=== ps2_keyboard_rx ===
Figure 1. Met3 routing (ps2_keyboard_rx).
Bar = 50 um.
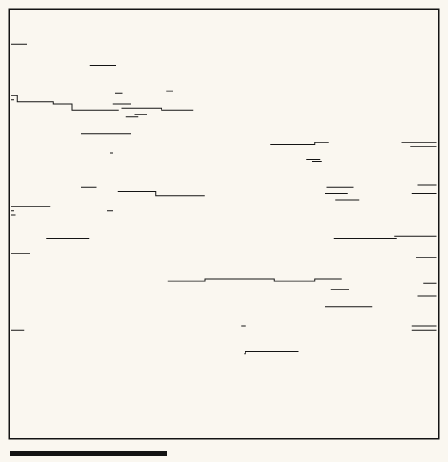

### src/rtl/ps2_pkg.sv
// Shared types and constants for the PS/2 keyboard receiver.
package ps2_pkg;

  typedef enum logic [1:0] {
    ST_IDLE   = 2'd0,
    ST_DATA   = 2'd1,
    ST_PARITY = 2'd2,
    ST_STOP   = 2'd3
  } ps2_state_e;

  localparam int EV_W = 10;
  localparam int EXT  = 9;
  localparam int BRK  = 8;

  localparam logic [7:0] PS2_EXT = 8'hE0;
  localparam logic [7:0] PS2_BRK = 8'hF0;

  // PS/2 uses odd parity across the data byte and the parity bit.
  function automatic logic odd_parity_ok(input logic [7:0] data, input logic par);
    return ^{data, par};
  endfunction

endpackage

### src/rtl/ps2_event_fifo.sv
// Synchronous FIFO for decoded key events; registered head, level and valid.
module ps2_event_fifo #(
  parameter int DEPTH = 8,
  parameter int EV_W  = 10
) (
  input  logic                     clk,
  input  logic                     rst,
  input  logic                     push,
  input  logic [EV_W-1:0]          push_data,
  input  logic                     pop,
  output logic [EV_W-1:0]          rd_data,
  output logic                     full,
  output logic                     empty,
  output logic [$clog2(DEPTH):0]   level
);

  localparam int AW = $clog2(DEPTH);
  localparam int LW = AW + 1;

  logic [EV_W-1:0] mem [DEPTH];
  logic [AW-1:0]   wr_ptr_r, rd_ptr_r, rd_next_s;
  logic [LW-1:0]   level_r, level_next_s, remain_s;
  logic [EV_W-1:0] rd_data_r, head_next_s;
  logic            valid_r, do_push_s, do_pop_s, full_s;

  // Accept/pop decisions and the head value that follows them.
  always_comb begin
    full_s       = (level_r == LW'(DEPTH));
    do_pop_s     = pop && valid_r;
    do_push_s    = push && (!full_s || do_pop_s);
    rd_next_s    = rd_ptr_r + AW'(do_pop_s);
    remain_s     = level_r - LW'(do_pop_s);
    level_next_s = remain_s + LW'(do_push_s);
    if (remain_s == LW'(0)) begin
      head_next_s = do_push_s ? push_data : {EV_W{1'b0}};
    end else begin
      head_next_s = mem[rd_next_s];
    end
  end

  // Storage array; no reset needed since reads are gated by level.
  always_ff @(posedge clk) begin
    if (do_push_s) begin
      mem[wr_ptr_r] <= push_data;
    end
  end

  // Pointers, occupancy and registered head.
  always_ff @(posedge clk or negedge rst) begin
    if (!rst) begin
      wr_ptr_r  <= AW'(0);
      rd_ptr_r  <= AW'(0);
      level_r   <= LW'(0);
      valid_r   <= 1'b0;
      rd_data_r <= {EV_W{1'b0}};
    end else begin
      wr_ptr_r  <= wr_ptr_r + AW'(do_push_s);
      rd_ptr_r  <= rd_next_s;
      level_r   <= level_next_s;
      valid_r   <= (level_next_s != LW'(0));
      rd_data_r <= head_next_s;
    end
  end

  assign rd_data = rd_data_r;
  assign full    = full_s;
  assign empty   = !valid_r;
  assign level   = level_r;

endmodule

### src/rtl/ps2_keyboard_rx.sv
// PS/2 keyboard receiver: synchroniser, clock filter, frame FSM, timeout, event FIFO.
// Define PS2_PREFIX_DECODE_EN to fold E0/F0 prefix bytes into ext/brk flags.
module ps2_keyboard_rx
  import ps2_pkg::*;
#(
  parameter int FILTER_LEN     = 8,
  parameter int TIMEOUT_CYCLES = 100000,
  parameter int DEPTH          = 8
) (
  input  logic                   clk,
  input  logic                   rst,
  input  logic                   ps2c,
  input  logic                   ps2d,
  output logic [EV_W-1:0]        rx_data,
  output logic                   rx_valid,
  input  logic                   rx_ready,
  output logic [$clog2(DEPTH):0] fifo_level,
  output logic                   busy,
  output logic                   parity_err,
  output logic                   frame_err,
  output logic                   overflow
);

  localparam int FW = (FILTER_LEN > 1) ? $clog2(FILTER_LEN) : 1;
  localparam int TW = $clog2(TIMEOUT_CYCLES);

  logic          c_meta_r, c_sync_r, d_meta_r, d_sync_r, c_filt_r, c_filt_d_r;
  logic [FW-1:0] filt_cnt_r;
  logic          fall_s, timeout_s;
  logic [TW-1:0] to_cnt_r;

  ps2_state_e    state_r, state_next_s;
  logic [2:0]    bitcnt_r, bitcnt_next_s;
  logic [7:0]    shift_r, shift_next_s;
  logic          par_r, par_next_s;
  logic          good_s, perr_s, ferr_s;

  logic            push_s, push_r, pop_s, fifo_full_s, fifo_empty_s;
  logic [EV_W-1:0] push_data_s, push_data_r;
  logic            busy_r, parity_err_r, frame_err_r, overflow_r;

  // Two-flop synchronisers plus a run-length filter on the clock line.
  always_ff @(posedge clk or negedge rst) begin
    if (!rst) begin
      c_meta_r   <= 1'b1;
      c_sync_r   <= 1'b1;
      d_meta_r   <= 1'b1;
      d_sync_r   <= 1'b1;
      c_filt_r   <= 1'b1;
      c_filt_d_r <= 1'b1;
      filt_cnt_r <= FW'(0);
    end else begin
      c_meta_r   <= ps2c;
      c_sync_r   <= c_meta_r;
      d_meta_r   <= ps2d;
      d_sync_r   <= d_meta_r;
      c_filt_d_r <= c_filt_r;
      if (c_sync_r == c_filt_r) begin
        filt_cnt_r <= FW'(0);
      end else if (filt_cnt_r == FW'(FILTER_LEN - 1)) begin
        c_filt_r   <= c_sync_r;
        filt_cnt_r <= FW'(0);
      end else begin
        filt_cnt_r <= filt_cnt_r + FW'(1);
      end
    end
  end

  assign fall_s    = c_filt_d_r && !c_filt_r;
  assign timeout_s = (state_r != ST_IDLE) && !fall_s && (to_cnt_r == TW'(TIMEOUT_CYCLES - 1));

  // Inter-edge timeout counter, idle while no frame is in progress.
  always_ff @(posedge clk or negedge rst) begin
    if (!rst) begin
      to_cnt_r <= TW'(0);
    end else if (fall_s || timeout_s || state_r == ST_IDLE) begin
      to_cnt_r <= TW'(0);
    end else begin
      to_cnt_r <= to_cnt_r + TW'(1);
    end
  end

  // Frame FSM next state; only a fall event or a timeout moves it.
  always_comb begin
    state_next_s  = state_r;
    bitcnt_next_s = bitcnt_r;
    shift_next_s  = shift_r;
    par_next_s    = par_r;
    good_s        = 1'b0;
    perr_s        = 1'b0;
    ferr_s        = 1'b0;
    if (timeout_s) begin
      state_next_s = ST_IDLE;
      ferr_s       = 1'b1;
    end else if (fall_s) begin
      case (state_r)
        ST_IDLE: begin
          if (!d_sync_r) begin
            state_next_s  = ST_DATA;
            bitcnt_next_s = 3'd0;
          end else begin
            state_next_s = ST_IDLE;
          end
        end
        ST_DATA: begin
          shift_next_s[bitcnt_r] = d_sync_r;
          if (bitcnt_r == 3'd7) begin
            state_next_s = ST_PARITY;
          end else begin
            bitcnt_next_s = bitcnt_r + 3'd1;
          end
        end
        ST_PARITY: begin
          par_next_s   = d_sync_r;
          state_next_s = ST_STOP;
        end
        ST_STOP: begin
          state_next_s = ST_IDLE;
          if (!d_sync_r) begin
            ferr_s = 1'b1;
          end else if (!odd_parity_ok(shift_r, par_r)) begin
            perr_s = 1'b1;
          end else begin
            good_s = 1'b1;
          end
        end
        default: state_next_s = ST_IDLE;
      endcase
    end else begin
      state_next_s = state_r;
    end
  end

  // FSM state and datapath registers.
  always_ff @(posedge clk or negedge rst) begin
    if (!rst) begin
      state_r  <= ST_IDLE;
      bitcnt_r <= 3'd0;
      shift_r  <= 8'h00;
      par_r    <= 1'b0;
    end else begin
      state_r  <= state_next_s;
      bitcnt_r <= bitcnt_next_s;
      shift_r  <= shift_next_s;
      par_r    <= par_next_s;
    end
  end

`ifdef PS2_PREFIX_DECODE_EN
  logic ext_pend_r, brk_pend_r, ext_pend_next_s, brk_pend_next_s;

  // Prefix bytes only set flags; the next real code carries them.
  always_comb begin
    ext_pend_next_s   = ext_pend_r;
    brk_pend_next_s   = brk_pend_r;
    push_s            = 1'b0;
    push_data_s       = {EV_W{1'b0}};
    push_data_s[7:0]  = shift_r;
    push_data_s[EXT]  = ext_pend_r;
    push_data_s[BRK]  = brk_pend_r;
    if (good_s) begin
      if (shift_r == PS2_EXT) begin
        ext_pend_next_s = 1'b1;
      end else if (shift_r == PS2_BRK) begin
        brk_pend_next_s = 1'b1;
      end else begin
        push_s          = 1'b1;
        ext_pend_next_s = 1'b0;
        brk_pend_next_s = 1'b0;
      end
    end else if (perr_s || ferr_s) begin
      ext_pend_next_s = 1'b0;
      brk_pend_next_s = 1'b0;
    end else begin
      push_s = 1'b0;
    end
  end

  // Pending prefix flags.
  always_ff @(posedge clk or negedge rst) begin
    if (!rst) begin
      ext_pend_r <= 1'b0;
      brk_pend_r <= 1'b0;
    end else begin
      ext_pend_r <= ext_pend_next_s;
      brk_pend_r <= brk_pend_next_s;
    end
  end
`else
  assign push_s      = good_s;
  assign push_data_s = {2'b00, shift_r};
`endif

  assign pop_s = rx_ready && !fifo_empty_s;

  // Registered push request and status pulses.
  always_ff @(posedge clk or negedge rst) begin
    if (!rst) begin
      push_r       <= 1'b0;
      push_data_r  <= {EV_W{1'b0}};
      busy_r       <= 1'b0;
      parity_err_r <= 1'b0;
      frame_err_r  <= 1'b0;
      overflow_r   <= 1'b0;
    end else begin
      push_r       <= push_s;
      push_data_r  <= push_data_s;
      busy_r       <= (state_next_s != ST_IDLE);
      parity_err_r <= perr_s;
      frame_err_r  <= ferr_s;
      overflow_r   <= push_r && fifo_full_s && !pop_s;
    end
  end

  ps2_event_fifo #(
    .DEPTH (DEPTH),
    .EV_W  (EV_W)
  ) u_fifo (
    .clk       (clk),
    .rst       (rst),
    .push      (push_r),
    .push_data (push_data_r),
    .pop       (pop_s),
    .rd_data   (rx_data),
    .full      (fifo_full_s),
    .empty     (fifo_empty_s),
    .level     (fifo_level)
  );

  assign rx_valid   = !fifo_empty_s;
  assign busy       = busy_r;
  assign parity_err = parity_err_r;
  assign frame_err  = frame_err_r;
  assign overflow   = overflow_r;

endmodule
### config.mk
export PLATFORM = sky130hd
export DESIGN_NAME = ps2_keyboard_rx
export DESIGN_NICKNAME = d
export VERILOG_FILES = /design/src/rtl/ps2_pkg.sv /design/src/rtl/ps2_event_fifo.sv /design/src/rtl/ps2_keyboard_rx.sv
export SDC_FILE = /design/constraint.sdc
export NUM_CORES = 1
export LEC_CHECK = 0
export CORE_MARGIN = 4
export CORE_UTILIZATION = 35
export DETAILED_ROUTE_END_ITERATION = 16
export HOLD_SLACK_MARGIN = 0.05
export PLACE_DENSITY = 0.61
export REMOVE_ABC_BUFFERS = 1
export SYNTH_ARGS = -nofsm -noshare
export SYNTH_HDL_FRONTEND = slang
export SYNTH_SLANG_ARGS = --single-unit
### constraint.sdc
create_clock -name clk -period 3.5 [get_ports clk]
set_input_delay 0.35 -clock clk [delete_from_list [all_inputs] [get_ports clk]]
set_output_delay 0.35 -clock clk [all_outputs]
set_load 0.005 [all_outputs]
=== fp_norm_seq_flat ===
**src/rtl/fp_norm_pkg.sv**
```systemverilog
// Shared types and helpers for the fp_norm_seq mantissa normalizer.
package fp_norm_pkg;

   localparam int MANT_W    = 32;
   localparam int EXP_W_DEF = 8;

   typedef enum logic [1:0] {
      ST_IDLE  = 2'd0,
      ST_SCAN  = 2'd1,
      ST_SHIFT = 2'd2,
      ST_DONE  = 2'd3
   } state_t;

   // Leading-zero count of one nibble; an all-zero nibble reports 3.
   function automatic logic [1:0] lzc4(input logic [3:0] n);
      logic [1:0] r;
      casez (n)
         4'b1???: r = 2'd0;
         4'b01??: r = 2'd1;
         4'b001?: r = 2'd2;
         default: r = 2'd3;
      endcase
      return r;
   endfunction

endpackage

```
**src/rtl/fp_norm_seq_if.sv**
```systemverilog
// Valid/ready operand and result channels of the mantissa normalizer.
interface fp_norm_seq_if #(
   parameter int EXP_W = fp_norm_pkg::EXP_W_DEF
);
   import fp_norm_pkg::*;

   logic              in_valid;
   logic              in_ready;
   logic [MANT_W-1:0] in_mant;
   logic [EXP_W-1:0]  in_exp;
   logic              out_valid;
   logic              out_ready;
   logic [MANT_W-1:0] out_mant;
   logic [EXP_W-1:0]  out_exp;
   logic              out_zero;
   logic              out_uflow;
   logic              busy;

   modport master (
      output in_valid, in_mant, in_exp, out_ready,
      input  in_ready, out_valid, out_mant, out_exp,
      input  out_zero, out_uflow, busy
   );

   modport slave (
      input  in_valid, in_mant, in_exp, out_ready,
      output in_ready, out_valid, out_mant, out_exp,
      output out_zero, out_uflow, busy
   );

endinterface

```
**src/rtl/ls_L.sv**
```systemverilog
// 32-bit logical left shifter, five binary-weighted stages.
module ls_L (
   input  logic [31:0] indata,
   input  logic [4:0]  shift,
   output logic [31:0] outdata
);

   logic [31:0] s0, s1, s2, s3;

   always_comb begin
      s0      = shift[0] ? {indata[30:0], 1'b0}  : indata;
      s1      = shift[1] ? {s0[29:0], 2'b0}      : s0;
      s2      = shift[2] ? {s1[27:0], 4'b0}      : s1;
      s3      = shift[3] ? {s2[23:0], 8'b0}      : s2;
      outdata = shift[4] ? {s3[15:0], 16'b0}     : s3;
   end

endmodule

```
**src/rtl/fp_norm_seq.sv**
```systemverilog
// Multi-cycle mantissa normalizer: nibble-serial leading-zero scan,
// then one left shift of the original mantissa with exponent clamping.
module fp_norm_seq #(
   parameter int EXP_W  = fp_norm_pkg::EXP_W_DEF,
   parameter int MANT_W = fp_norm_pkg::MANT_W
) (
   input  logic         clk,
   input  logic         rst,
   fp_norm_seq_if.slave io
);
   import fp_norm_pkg::*;

   if (MANT_W != 32) begin : g_mant_chk
      $error("fp_norm_seq: MANT_W must be 32");
   end
   if (EXP_W < 5) begin : g_exp_chk
      $error("fp_norm_seq: EXP_W must be at least 5");
   end

   state_t            state_q, state_d;
   logic [31:0]       scan_q, scan_d;
   logic [31:0]       mant_q, mant_d;
   logic [EXP_W-1:0]  exp_q, exp_d;
   logic [2:0]        nib_cnt_q, nib_cnt_d;
   logic [4:0]        lz_q, lz_d;
   logic [31:0]       omant_q, omant_d;
   logic [EXP_W-1:0]  oexp_q, oexp_d;
   logic              zero_q, zero_d;
   logic              uflow_q, uflow_d;

   logic [EXP_W:0]    lz_x;
   logic [EXP_W-1:0]  exp_sub;
   logic              uf;
   logic [4:0]        shamt;
   logic [31:0]       shl;

   // Compare in EXP_W+1 bits so a large lz can never wrap into out_exp.
   always_comb begin
      lz_x    = (EXP_W + 1)'(lz_q);
      uf      = lz_x > {1'b0, exp_q};
      exp_sub = exp_q - lz_x[EXP_W-1:0];
      shamt   = uf ? exp_q[4:0] : lz_q;
   end

   ls_L u_ls (
      .indata  (mant_q),
      .shift   (shamt),
      .outdata (shl)
   );

   always_comb begin
      state_d   = state_q;
      scan_d    = scan_q;
      mant_d    = mant_q;
      exp_d     = exp_q;
      nib_cnt_d = nib_cnt_q;
      lz_d      = lz_q;
      omant_d   = omant_q;
      oexp_d    = oexp_q;
      zero_d    = zero_q;
      uflow_d   = uflow_q;
      unique case (state_q)
         ST_IDLE: begin
            if (io.in_valid) begin
               mant_d    = io.in_mant;
               scan_d    = io.in_mant;
               exp_d     = io.in_exp;
               nib_cnt_d = 3'd0;
               if (io.in_mant == 32'd0) begin
                  omant_d = 32'd0;
                  oexp_d  = '0;
                  zero_d  = 1'b1;
                  uflow_d = 1'b0;
                  state_d = ST_DONE;
               end else begin
                  state_d = ST_SCAN;
               end
            end
         end
         ST_SCAN: begin
            if (scan_q[31:28] == 4'd0) begin
               scan_d    = {scan_q[27:0], 4'd0};
               nib_cnt_d = nib_cnt_q + 3'd1;
            end else begin
               lz_d    = {nib_cnt_q, 2'b00} + {3'b000, lzc4(scan_q[31:28])};
               state_d = ST_SHIFT;
            end
         end
         ST_SHIFT: begin
            omant_d = shl;
            oexp_d  = uf ? '0 : exp_sub;
            uflow_d = uf;
            zero_d  = 1'b0;
            state_d = ST_DONE;
         end
         ST_DONE: begin
            if (io.out_ready) state_d = ST_IDLE;
         end
      endcase
   end

   always_ff @(posedge clk) begin
      if (rst) begin
         state_q   <= ST_IDLE;
         scan_q    <= '0;
         mant_q    <= '0;
         exp_q     <= '0;
         nib_cnt_q <= '0;
         lz_q      <= '0;
         omant_q   <= '0;
         oexp_q    <= '0;
         zero_q    <= 1'b0;
         uflow_q   <= 1'b0;
      end else begin
         state_q   <= state_d;
         scan_q    <= scan_d;
         mant_q    <= mant_d;
         exp_q     <= exp_d;
         nib_cnt_q <= nib_cnt_d;
         lz_q      <= lz_d;
         omant_q   <= omant_d;
         oexp_q    <= oexp_d;
         zero_q    <= zero_d;
         uflow_q   <= uflow_d;
      end
   end

   assign io.in_ready  = (state_q == ST_IDLE);
   assign io.busy      = (state_q != ST_IDLE);
   assign io.out_valid = (state_q == ST_DONE);
   assign io.out_mant  = omant_q;
   assign io.out_exp   = oexp_q;
   assign io.out_zero  = zero_q;
   assign io.out_uflow = uflow_q;

endmodule

```
**src/flat_wrapper.sv**
```systemverilog
// flat-port wrapper written by rule: the top's interface ports become plain ports
module fp_norm_seq_flat import fp_norm_pkg::*;
#(
   parameter int EXP_W  = fp_norm_pkg::EXP_W_DEF,
   parameter int MANT_W = fp_norm_pkg::MANT_W
)
  (clk, rst, io_in_valid, io_in_mant, io_in_exp, io_out_ready, io_in_ready, io_out_valid, io_out_mant, io_out_exp, io_out_zero, io_out_uflow, io_busy);
  fp_norm_seq_if #(.EXP_W(EXP_W)) io_i ();
  input  logic clk;
  input  logic rst;
  input wire logic [$bits(io_i.in_valid)-1:0] io_in_valid;
  input wire logic [$bits(io_i.in_mant)-1:0] io_in_mant;
  input wire logic [$bits(io_i.in_exp)-1:0] io_in_exp;
  input wire logic [$bits(io_i.out_ready)-1:0] io_out_ready;
  output wire logic [$bits(io_i.in_ready)-1:0] io_in_ready;
  output wire logic [$bits(io_i.out_valid)-1:0] io_out_valid;
  output wire logic [$bits(io_i.out_mant)-1:0] io_out_mant;
  output wire logic [$bits(io_i.out_exp)-1:0] io_out_exp;
  output wire logic [$bits(io_i.out_zero)-1:0] io_out_zero;
  output wire logic [$bits(io_i.out_uflow)-1:0] io_out_uflow;
  output wire logic [$bits(io_i.busy)-1:0] io_busy;
  assign io_i.in_valid = io_in_valid;
  assign io_i.in_mant = io_in_mant;
  assign io_i.in_exp = io_in_exp;
  assign io_i.out_ready = io_out_ready;
  assign io_in_ready = io_i.in_ready;
  assign io_out_valid = io_i.out_valid;
  assign io_out_mant = io_i.out_mant;
  assign io_out_exp = io_i.out_exp;
  assign io_out_zero = io_i.out_zero;
  assign io_out_uflow = io_i.out_uflow;
  assign io_busy = io_i.busy;
  fp_norm_seq #(.EXP_W(EXP_W), .MANT_W(MANT_W)) u_core (.clk(clk), .rst(rst), .io(io_i));
endmodule
```
**config.mk**
```make
export PLATFORM = sky130hd
export DESIGN_NAME = fp_norm_seq_flat
export DESIGN_NICKNAME = d
export VERILOG_FILES = /design/src/rtl/fp_norm_pkg.sv /design/src/rtl/fp_norm_seq_if.sv /design/src/rtl/ls_L.sv /design/src/rtl/fp_norm_seq.sv /design/src/flat_wrapper.sv
export SDC_FILE = /design/constraint.sdc
export NUM_CORES = 1
export LEC_CHECK = 0
export ABC_AREA = 1
export CAP_MARGIN = 0
export CORE_ASPECT_RATIO = 1.1
export CORE_MARGIN = 2
export CORE_UTILIZATION = 48
export CTS_CLUSTER_DIAMETER = 40
export CTS_CLUSTER_SIZE = 28
export DETAILED_ROUTE_END_ITERATION = 10
export DONT_BUFFER_PORTS = 1
export SYNTH_ARGS = -nofsm -noshare
export SYNTH_HDL_FRONTEND = slang
export SYNTH_HIERARCHICAL = 1
export SYNTH_SLANG_ARGS = --single-unit
```
**constraint.sdc**
```tcl
create_clock -name clk -period 7.4 [get_ports clk]
set_clock_uncertainty 0.05 [all_clocks]
set_input_delay 1.48 -clock clk [delete_from_list [all_inputs] [get_ports clk]]
set_output_delay 1.48 -clock clk [all_outputs]
set_load 0.05 [all_outputs]
```
=== uart_tx_fifo_gen ===
===== src/rtl/uart_tx_fifo_gen_pkg.sv =====
// Shared types and constants for the FIFO-fed, run-time-configurable UART transmitter.
package uart_tx_pkg;

   typedef enum logic [2:0] {
      ST_IDLE   = 3'd0,
      ST_START  = 3'd1,
      ST_DATA   = 3'd2,
      ST_PARITY = 3'd3,
      ST_STOP1  = 3'd4,
      ST_STOP2  = 3'd5
   } tx_state_e;

   localparam logic PARITY_EVEN = 1'b0;
   localparam logic PARITY_ODD  = 1'b1;
   localparam int   MIN_LEN     = 5;

   // Bit periods in one frame: start + data + optional parity + one or two stops.
   function automatic logic [4:0] frame_bits(input logic [3:0] len, input logic par_en,
                                             input logic stop2);
      return 5'd2 + {1'b0, len} + {4'b0000, par_en} + {4'b0000, stop2};
   endfunction

endpackage


===== src/rtl/uart_tx_fifo_gen_fifo.sv =====
// Small synchronous FIFO with a combinational head output and an occupancy count.
module sync_fifo #(
   parameter int W     = 8,
   parameter int DEPTH = 4
) (
   input  logic                           clk,
   input  logic                           rst,
   input  logic                           push,
   input  logic [W-1:0]                   din,
   input  logic                           pop,
   output logic [W-1:0]                   dout,
   output logic                           full,
   output logic                           empty,
   output logic [$clog2(DEPTH+1)-1:0]     count
);

   localparam int AW = $clog2(DEPTH);
   localparam int CW = $clog2(DEPTH+1);

   // Pointers carry one extra wrap bit so full and empty are distinguishable.
   logic [CW-1:0] wr_ptr_q, wr_ptr_d;
   logic [CW-1:0] rd_ptr_q, rd_ptr_d;
   logic [W-1:0]  mem_q [DEPTH];
   logic [W-1:0]  mem_d [DEPTH];

   assign count = wr_ptr_q - rd_ptr_q;
   assign full  = (count == CW'(DEPTH));
   assign empty = (count == '0);
   assign dout  = mem_q[rd_ptr_q[AW-1:0]];

   always_comb begin
      wr_ptr_d = wr_ptr_q;
      rd_ptr_d = rd_ptr_q;
      mem_d    = mem_q;
      if (push && !full) begin
         mem_d[wr_ptr_q[AW-1:0]] = din;
         wr_ptr_d = wr_ptr_q + CW'(1);
      end
      if (pop && !empty) begin
         rd_ptr_d = rd_ptr_q + CW'(1);
      end
   end

   always_ff @(posedge clk or posedge rst) begin
      if (rst) begin
         wr_ptr_q <= '0;
         rd_ptr_q <= '0;
      end else begin
         wr_ptr_q <= wr_ptr_d;
         rd_ptr_q <= rd_ptr_d;
      end
   end

   always_ff @(posedge clk) begin
      mem_q <= mem_d;
   end

endmodule


===== src/rtl/uart_tx_fifo_gen.sv =====
// UART transmitter fed by a valid/ready FIFO; frame format and bit period are
// sampled from the config inputs at the moment each word is popped.
module uart_tx_fifo_gen
   import uart_tx_pkg::*;
#(
   parameter int WIDTH   = 8,
   parameter int DEPTH   = 4,
   parameter int PRESC_W = 16
) (
   input  logic                          CLK,
   input  logic                          Reset,
   input  logic                          Data_valid,
   input  logic [WIDTH-1:0]              Data,
   output logic                          Ready,
   input  logic [3:0]                    Data_len,
   input  logic                          Parity_EN,
   input  logic                          Parity_type,
   input  logic                          Stop2,
   input  logic [PRESC_W-1:0]            Prescale,
   output logic                          Tx_out,
   output logic                          Busy,
   output logic [$clog2(DEPTH+1)-1:0]    Fifo_count,
   output logic [2:0]                    dbg_state
);

   // Handshake: a word is accepted on a CLK edge where Data_valid && Ready;
   // Ready is low only while the FIFO is full, and Data is ignored then.
   logic             fifo_full, fifo_empty, fifo_push, fifo_pop;
   logic [WIDTH-1:0] fifo_dout;

   tx_state_e           state_q, state_d;
   logic [PRESC_W-1:0]  cnt_q, cnt_d;
   logic [PRESC_W-1:0]  presc_q, presc_d;
   logic [3:0]          bits_q, bits_d;
   logic [WIDTH-1:0]    shreg_q, shreg_d;
   logic                par_q, par_d;
   logic                par_en_q, par_en_d;
   logic                stop2_q, stop2_d;
   logic                tx_q, tx_d;
   logic                busy_q, busy_d;
   logic                bit_done;
   logic                load_next;

   assign Ready     = !fifo_full;
   assign fifo_push = Data_valid && Ready;

   sync_fifo #(.W(WIDTH), .DEPTH(DEPTH)) u_fifo (
      .clk   (CLK),
      .rst   (Reset),
      .push  (fifo_push),
      .din   (Data),
      .pop   (fifo_pop),
      .dout  (fifo_dout),
      .full  (fifo_full),
      .empty (fifo_empty),
      .count (Fifo_count)
   );

   function automatic logic [3:0] clamp_len(input logic [3:0] len);
      if (int'(len) < MIN_LEN || int'(len) > WIDTH) return 4'(WIDTH);
      return len;
   endfunction

   function automatic logic calc_parity(input logic [WIDTH-1:0] d, input logic [3:0] len,
                                        input logic ptype);
      logic p;
      p = (ptype == PARITY_ODD);
      for (int i = 0; i < WIDTH; i++) begin
         if (i < int'(len)) p = p ^ d[i];
      end
      return p;
   endfunction

   assign bit_done = (cnt_q == '0);

   always_comb begin
      state_d   = state_q;
      cnt_d     = cnt_q;
      presc_d   = presc_q;
      bits_d    = bits_q;
      shreg_d   = shreg_q;
      par_d     = par_q;
      par_en_d  = par_en_q;
      stop2_d   = stop2_q;
      fifo_pop  = 1'b0;
      load_next = 1'b0;
      tx_d      = 1'b1;

      // Every state entry and every new data bit reloads the period counter.
      if (state_q != ST_IDLE) begin
         cnt_d = bit_done ? presc_q : cnt_q - PRESC_W'(1);
      end

      case (state_q)
         ST_IDLE:   load_next = 1'b1;
         ST_START:  if (bit_done) state_d = ST_DATA;
         ST_DATA: begin
            if (bit_done) begin
               if (bits_q == 4'd1) begin
                  state_d = par_en_q ? ST_PARITY : ST_STOP1;
               end else begin
                  shreg_d = shreg_q >> 1;
                  bits_d  = bits_q - 4'd1;
               end
            end
         end
         ST_PARITY: if (bit_done) state_d = ST_STOP1;
         ST_STOP1: begin
            if (bit_done) begin
               if (stop2_q) state_d = ST_STOP2;
               else         load_next = 1'b1;
            end
         end
         ST_STOP2:  if (bit_done) load_next = 1'b1;
         default:   state_d = ST_IDLE;
      endcase

      // Frame boundary: chain straight into the next queued word, else go idle.
      if (load_next) begin
         if (!fifo_empty) begin
            fifo_pop = 1'b1;
            state_d  = ST_START;
            shreg_d  = fifo_dout;
            bits_d   = clamp_len(Data_len);
            par_d    = calc_parity(fifo_dout, clamp_len(Data_len), Parity_type);
            par_en_d = Parity_EN;
            stop2_d  = Stop2;
            presc_d  = Prescale;
            cnt_d    = Prescale;
         end else begin
            state_d = ST_IDLE;
         end
      end

      case (state_d)
         ST_START:  tx_d = 1'b0;
         ST_DATA:   tx_d = shreg_d[0];
         ST_PARITY: tx_d = par_d;
         default:   tx_d = 1'b1;
      endcase
      busy_d = (state_d != ST_IDLE);
   end

   always_ff @(posedge CLK or posedge Reset) begin
      if (Reset) begin
         state_q  <= ST_IDLE;
         cnt_q    <= '0;
         presc_q  <= '0;
         bits_q   <= '0;
         shreg_q  <= '0;
         par_q    <= 1'b0;
         par_en_q <= 1'b0;
         stop2_q  <= 1'b0;
         tx_q     <= 1'b1;
         busy_q   <= 1'b0;
      end else begin
         state_q  <= state_d;
         cnt_q    <= cnt_d;
         presc_q  <= presc_d;
         bits_q   <= bits_d;
         shreg_q  <= shreg_d;
         par_q    <= par_d;
         par_en_q <= par_en_d;
         stop2_q  <= stop2_d;
         tx_q     <= tx_d;
         busy_q   <= busy_d;
      end
   end

   assign Tx_out    = tx_q;
   assign Busy      = busy_q;
   assign dbg_state = state_q;

endmodule

===== config.mk =====
export PLATFORM = sky130hd
export DESIGN_NAME = uart_tx_fifo_gen
export DESIGN_NICKNAME = d
export VERILOG_FILES = /design/src/rtl/uart_tx_fifo_gen_pkg.sv /design/src/rtl/uart_tx_fifo_gen_fifo.sv /design/src/rtl/uart_tx_fifo_gen.sv
export SDC_FILE = /design/constraint.sdc
export NUM_CORES = 1
export LEC_CHECK = 0
export ABC_CLOCK_PERIOD_IN_PS = 4500
export CORE_MARGIN = 2
export CORE_UTILIZATION = 59
export CTS_BUF_LIST = sky130_fd_sc_hd__clkbuf_4
export CTS_CLUSTER_SIZE = 14
export DETAILED_ROUTE_END_ITERATION = 12
export PLACE_DENSITY_LB_ADDON = 0.05
export SKIP_CTS_REPAIR_TIMING = 1
export SLEW_MARGIN = 10
export SYNTH_ARGS = -nofsm -noshare
export SYNTH_HDL_FRONTEND = slang
export SYNTH_SLANG_ARGS = --single-unit

===== constraint.sdc =====
create_clock -name CLK -period 4.5 [get_ports CLK]
set_input_delay 0.45 -clock CLK [delete_from_list [all_inputs] [get_ports CLK]]
set_output_delay 0.45 -clock CLK [all_outputs]
set_load 0.02 [all_outputs]

Figure 2. Signal wires by layer (ps2_keyboard_rx).
Bar = 50 um.
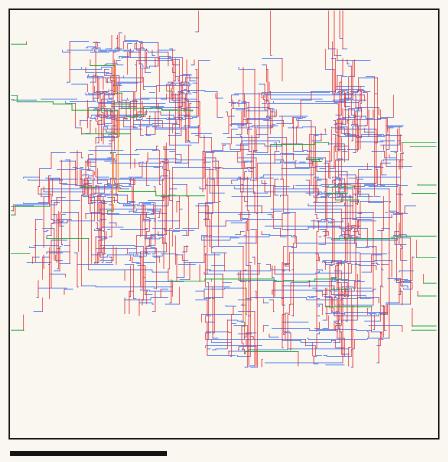
| layer | colour | wire length |
|---|---|---|
| metal 1 | blue | 4610 um |
| metal 2 | red | 5030 um |
| metal 3 | green | 422 um |
| metal 4 | orange | 68.0 um |
Avg WL per Cell: 15.0 um
DR vias: 3367
Post-Route WL: 10100 um

## Picture notes: Figure 1
main direction: horizontal
nets with wire on the layer: 31

==> results.py, ps2_keyboard_rx <==
# Auto-generated metrics
metrics = {
    "routing": {
        "met1Wirelength_um": 4610,
        "ant_nets": 0,
    },
    "worst_setup_path": {
        "reg2reg_slack_ns": 1.12,
        "cp_max_fo": 10,
        "crit_cells": 7,
        "startpoint": "rx_ready",
        "worst-path-buf-inv": 1,
    },
    "synthesis": {
        "top_cells_by_count": "66 x dfrtp_1, 64 x edfxtp_1, 26 x nand2_1, 18 x nor2_1, 15 x clkbuf_1",
        "ys_sh_xor": 0.0412,
        "synth_dominant_cell_count": "dfrtp_1",
        "edf_count": 64,
        "ys.flop_type": "dfrtp_1",
    },
    "sta": {
        "timing.hold.ws_ns": 0.0605,
        "timing.setup.tns_ns": 0,
        "grt_setup_unrepaired": "no",
    },
    "global_route": {
        "grt_pass1_wl_um": 17000,
        "grtUsageMet2": 0.188,
        "track_usage": 0.119,
        "top_usage_layer": "met2",
    },
    "layout": {
        "lay_top_cells": "66 x dfrtp_1, 64 x edfxtp_1, 26 x nand2_1, 20 x clkdlybuf4s50_1, 18 x nor2_1",
        "drive_gt1_frac": 0.146,
        "top_regs": "u_fifo.mem x64, to_cnt_r x17",
        "stdcell_count": 674,
        "n_all_buffers": 33,
        "nFillCells": 1460,
        "ff_count": 136,
    },
    "clock_tree": {
        "ctsResizeCount": 0,
        "clkTransAtPathRegs_ns": 0.06,
        "cts.sinks": 136,
    },
    "outcome": {
        "status": "finished clean",
    },
    "die": {
        "die_width_um": 136,
        "row_count": 46,
    },
    "flow_run": {
        "maxCapViolations": 0,
    },
}
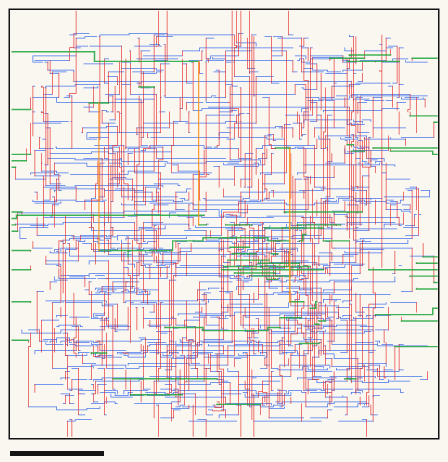
Figure 3: uart_tx_fifo_gen, signal wires by layer.
Bar = 20 um.
| layer | colour | wire length |
|---|---|---|
| metal 1 | blue | 4390 um |
| metal 2 | red | 3860 um |
| metal 3 | green | 531 um |
| metal 4 | orange | 98.6 um |
Post-Route WL: 8880 um
Avg WL per Cell: 16.2 um
DR vias: 3122

Figure 4. Pin map (uart_tx_fifo_gen).
Bar = 20 um. Pins as bars across the die edge, other pins in grey.
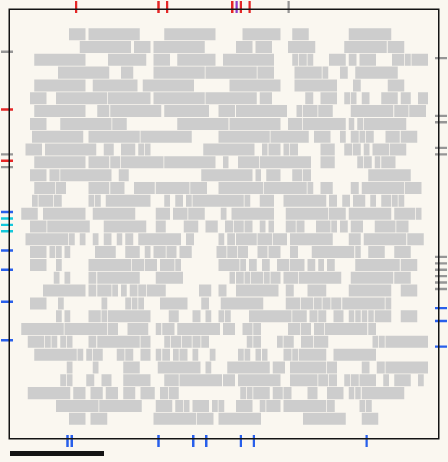
| port | colour | pins | direction | edge |
|---|---|---|---|---|
| `Fifo_count` | cyan | 3 | output | left |
| `Prescale` | blue | 16 | input | 8 bottom, 5 left, 3 right |
| `Stop2` | purple | 1 | input | top |
| `Data` | red | 8 | input | 6 top, 2 left |
all pins by edge: 14 right, 13 left, 8 top, 8 bottom
Die Width: 90.8 um
die height: 90.8 um
IO Port Bufs: 42

==> results.py, uart_tx_fifo_gen <==
# Auto-generated metrics
metrics = {
    "sta": {
        "hold_violations": 0,
        "worst_pin_slew_ns": 0.997,
        "timing.hold.ws_ns": 0.482,
    },
    "synthesis": {
        "yosysChipArea_mm2": 0.00445,
        "fp_nets": 447,
        "avgSynthCellArea_um2": 11.0,
        "synth_area_mm2": 0.00445,
        "edf_count": 32,
        "ys_types": 57,
        "top_cell_area_share": 0.321,
        "adder_share": 0.0298,
        "logic_family": "simple AND/OR/NAND/NOR gates",
    },
    "worst_setup_path": {
        "cp.arrival_ns": 3.00,
        "startpoint": "u_fifo.rd_ptr_q[0]$_DFFE_PP0P_",
        "endpoint_kind": "primary output",
        "cp_max_fo": 11,
        "reg2reg_depth": 9,
    },
    "clock_tree": {
        "clock_latency_ns": 0.47,
        "h-tree-depth": 3,
        "cts_tree": "done",
    },
    "layout": {
        "stdcell_count": 548,
        "lay_top_count": "nand2_1",
        "buffer_area_frac": 0.0914,
        "mi_logic_area_mm2": 0.00186,
        "diodes": 0,
    },
    "routing": {
        "ant_nets": 0,
        "viasPerCell": 5.70,
        "highest_layer": "met4",
        "met1Wirelength_um": 4390,
    },
    "global_route": {
        "overflow": 0,
        "antenna_found_initial": 0,
    },
    "outcome": {
        "status": "finished clean",
    },
    "flow_run": {
        "warnings": 30,
        "maxCapViolations": 0,
    },
}
Figure 5. Met4 routing (fp_norm_seq_flat).
Supply wires on this layer in grey. Cells faint in the background.
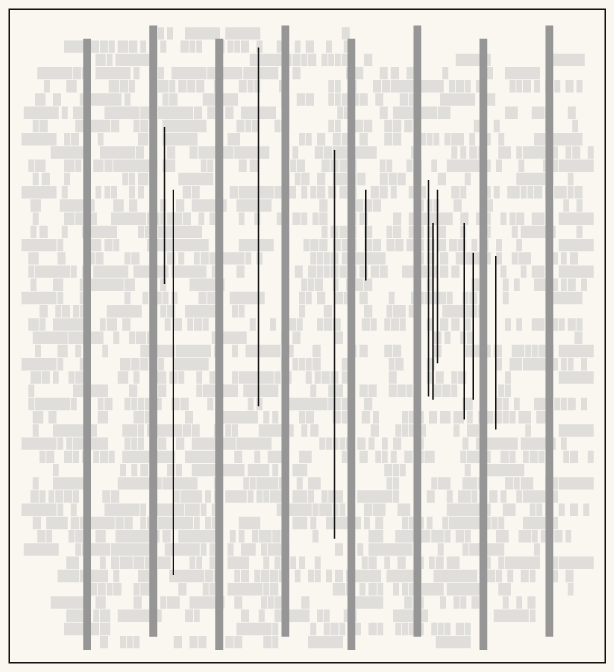
longest straight run: 79.6 um
wire length on this layer: 503 um
share of all routed wire: 2.5%
Post-Route WL: 20100 um
DR vias: 7280

==> results.py, fp_norm_seq_flat <==
# Auto-generated metrics
metrics = {
    "outcome": {
        "status": "finished clean",
    },
    "layout": {
        "mi_logic_area_mm2": 0.00416,
    },
    "global_route": {
        "met3_usage": 0.0595,
        "grt_pass1_wl_um": 33100,
        "grt_max_degree": 84,
    },
    "clock_tree": {
        "cts_buffers": 17,
        "postCtsSetupBuffers": 0,
    },
    "sta": {
        "relSlewSlack": 0.200,
    },
    "placement": {
        "hpwlAfterDp_um": 13900,
    },
    "worst_setup_path": {
        "worst-path-buf-inv": 3,
        "cp.arrival_ns": 4.73,
    },
    "synthesis": {
        "synth_area_mm2": 0.00738,
        "synth_cells": 1183,
        "top_cell_area_share": 0.337,
    },
    "routing": {
        "drc": 0,
        "drt_iter0_drc": 513,
        "met1Wirelength_um": 9510,
    },
    "die": {
        "taps": 196,
    },
    "flow_run": {
        "warnings": 30,
    },
}

==> layout pictures side by side <==
Placed standard cells.
panel A
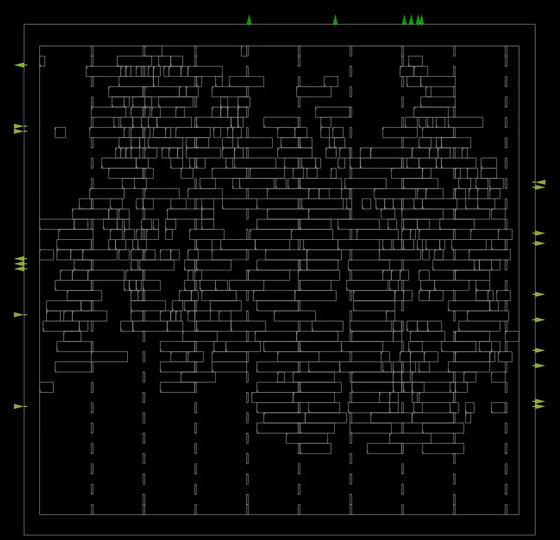
panel B
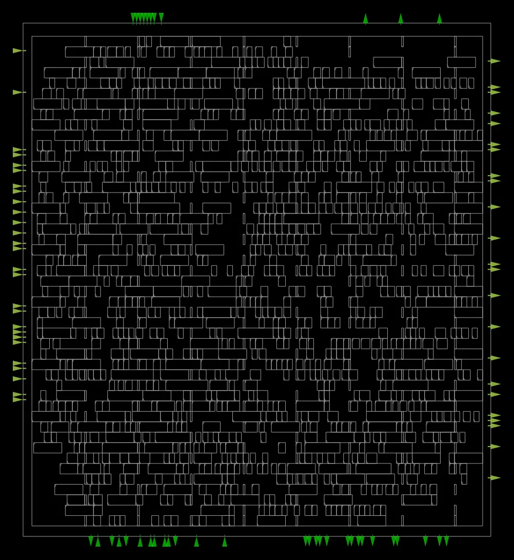
panel C
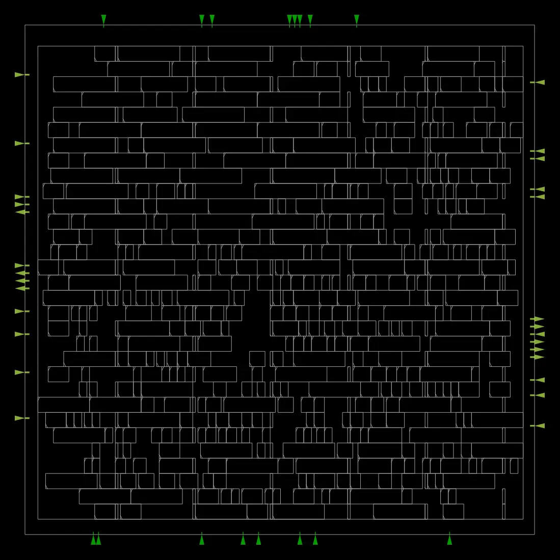
panel B -> fp_norm_seq_flat
panel A -> ps2_keyboard_rx
panel C -> uart_tx_fifo_gen
Of these, most cells: panel B
Of these, lowest utilization: panel A



==> screenshots <==
Drive-strength map.
(a)
Bar = 20 um.
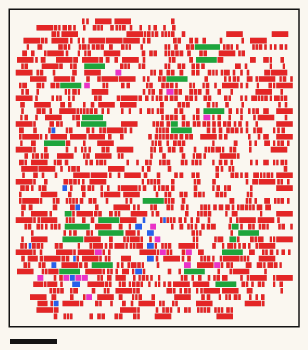
(b)
Bar = 20 um.
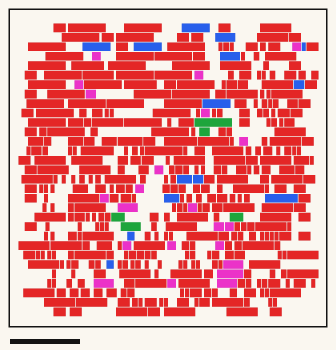
(c)
Bar = 50 um.
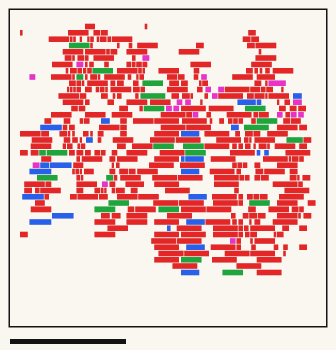
fp_norm_seq_flat: (a)
uart_tx_fifo_gen: (b)
ps2_keyboard_rx: (c)

Key to (b):
| size | colour | cells |
|---|---|---|
| _2 cells | blue | 14 |
| _0 and _1 cells | red | 408 |
| _3 and _4 cells | magenta | 22 |
| _6 and larger | green | 5 |

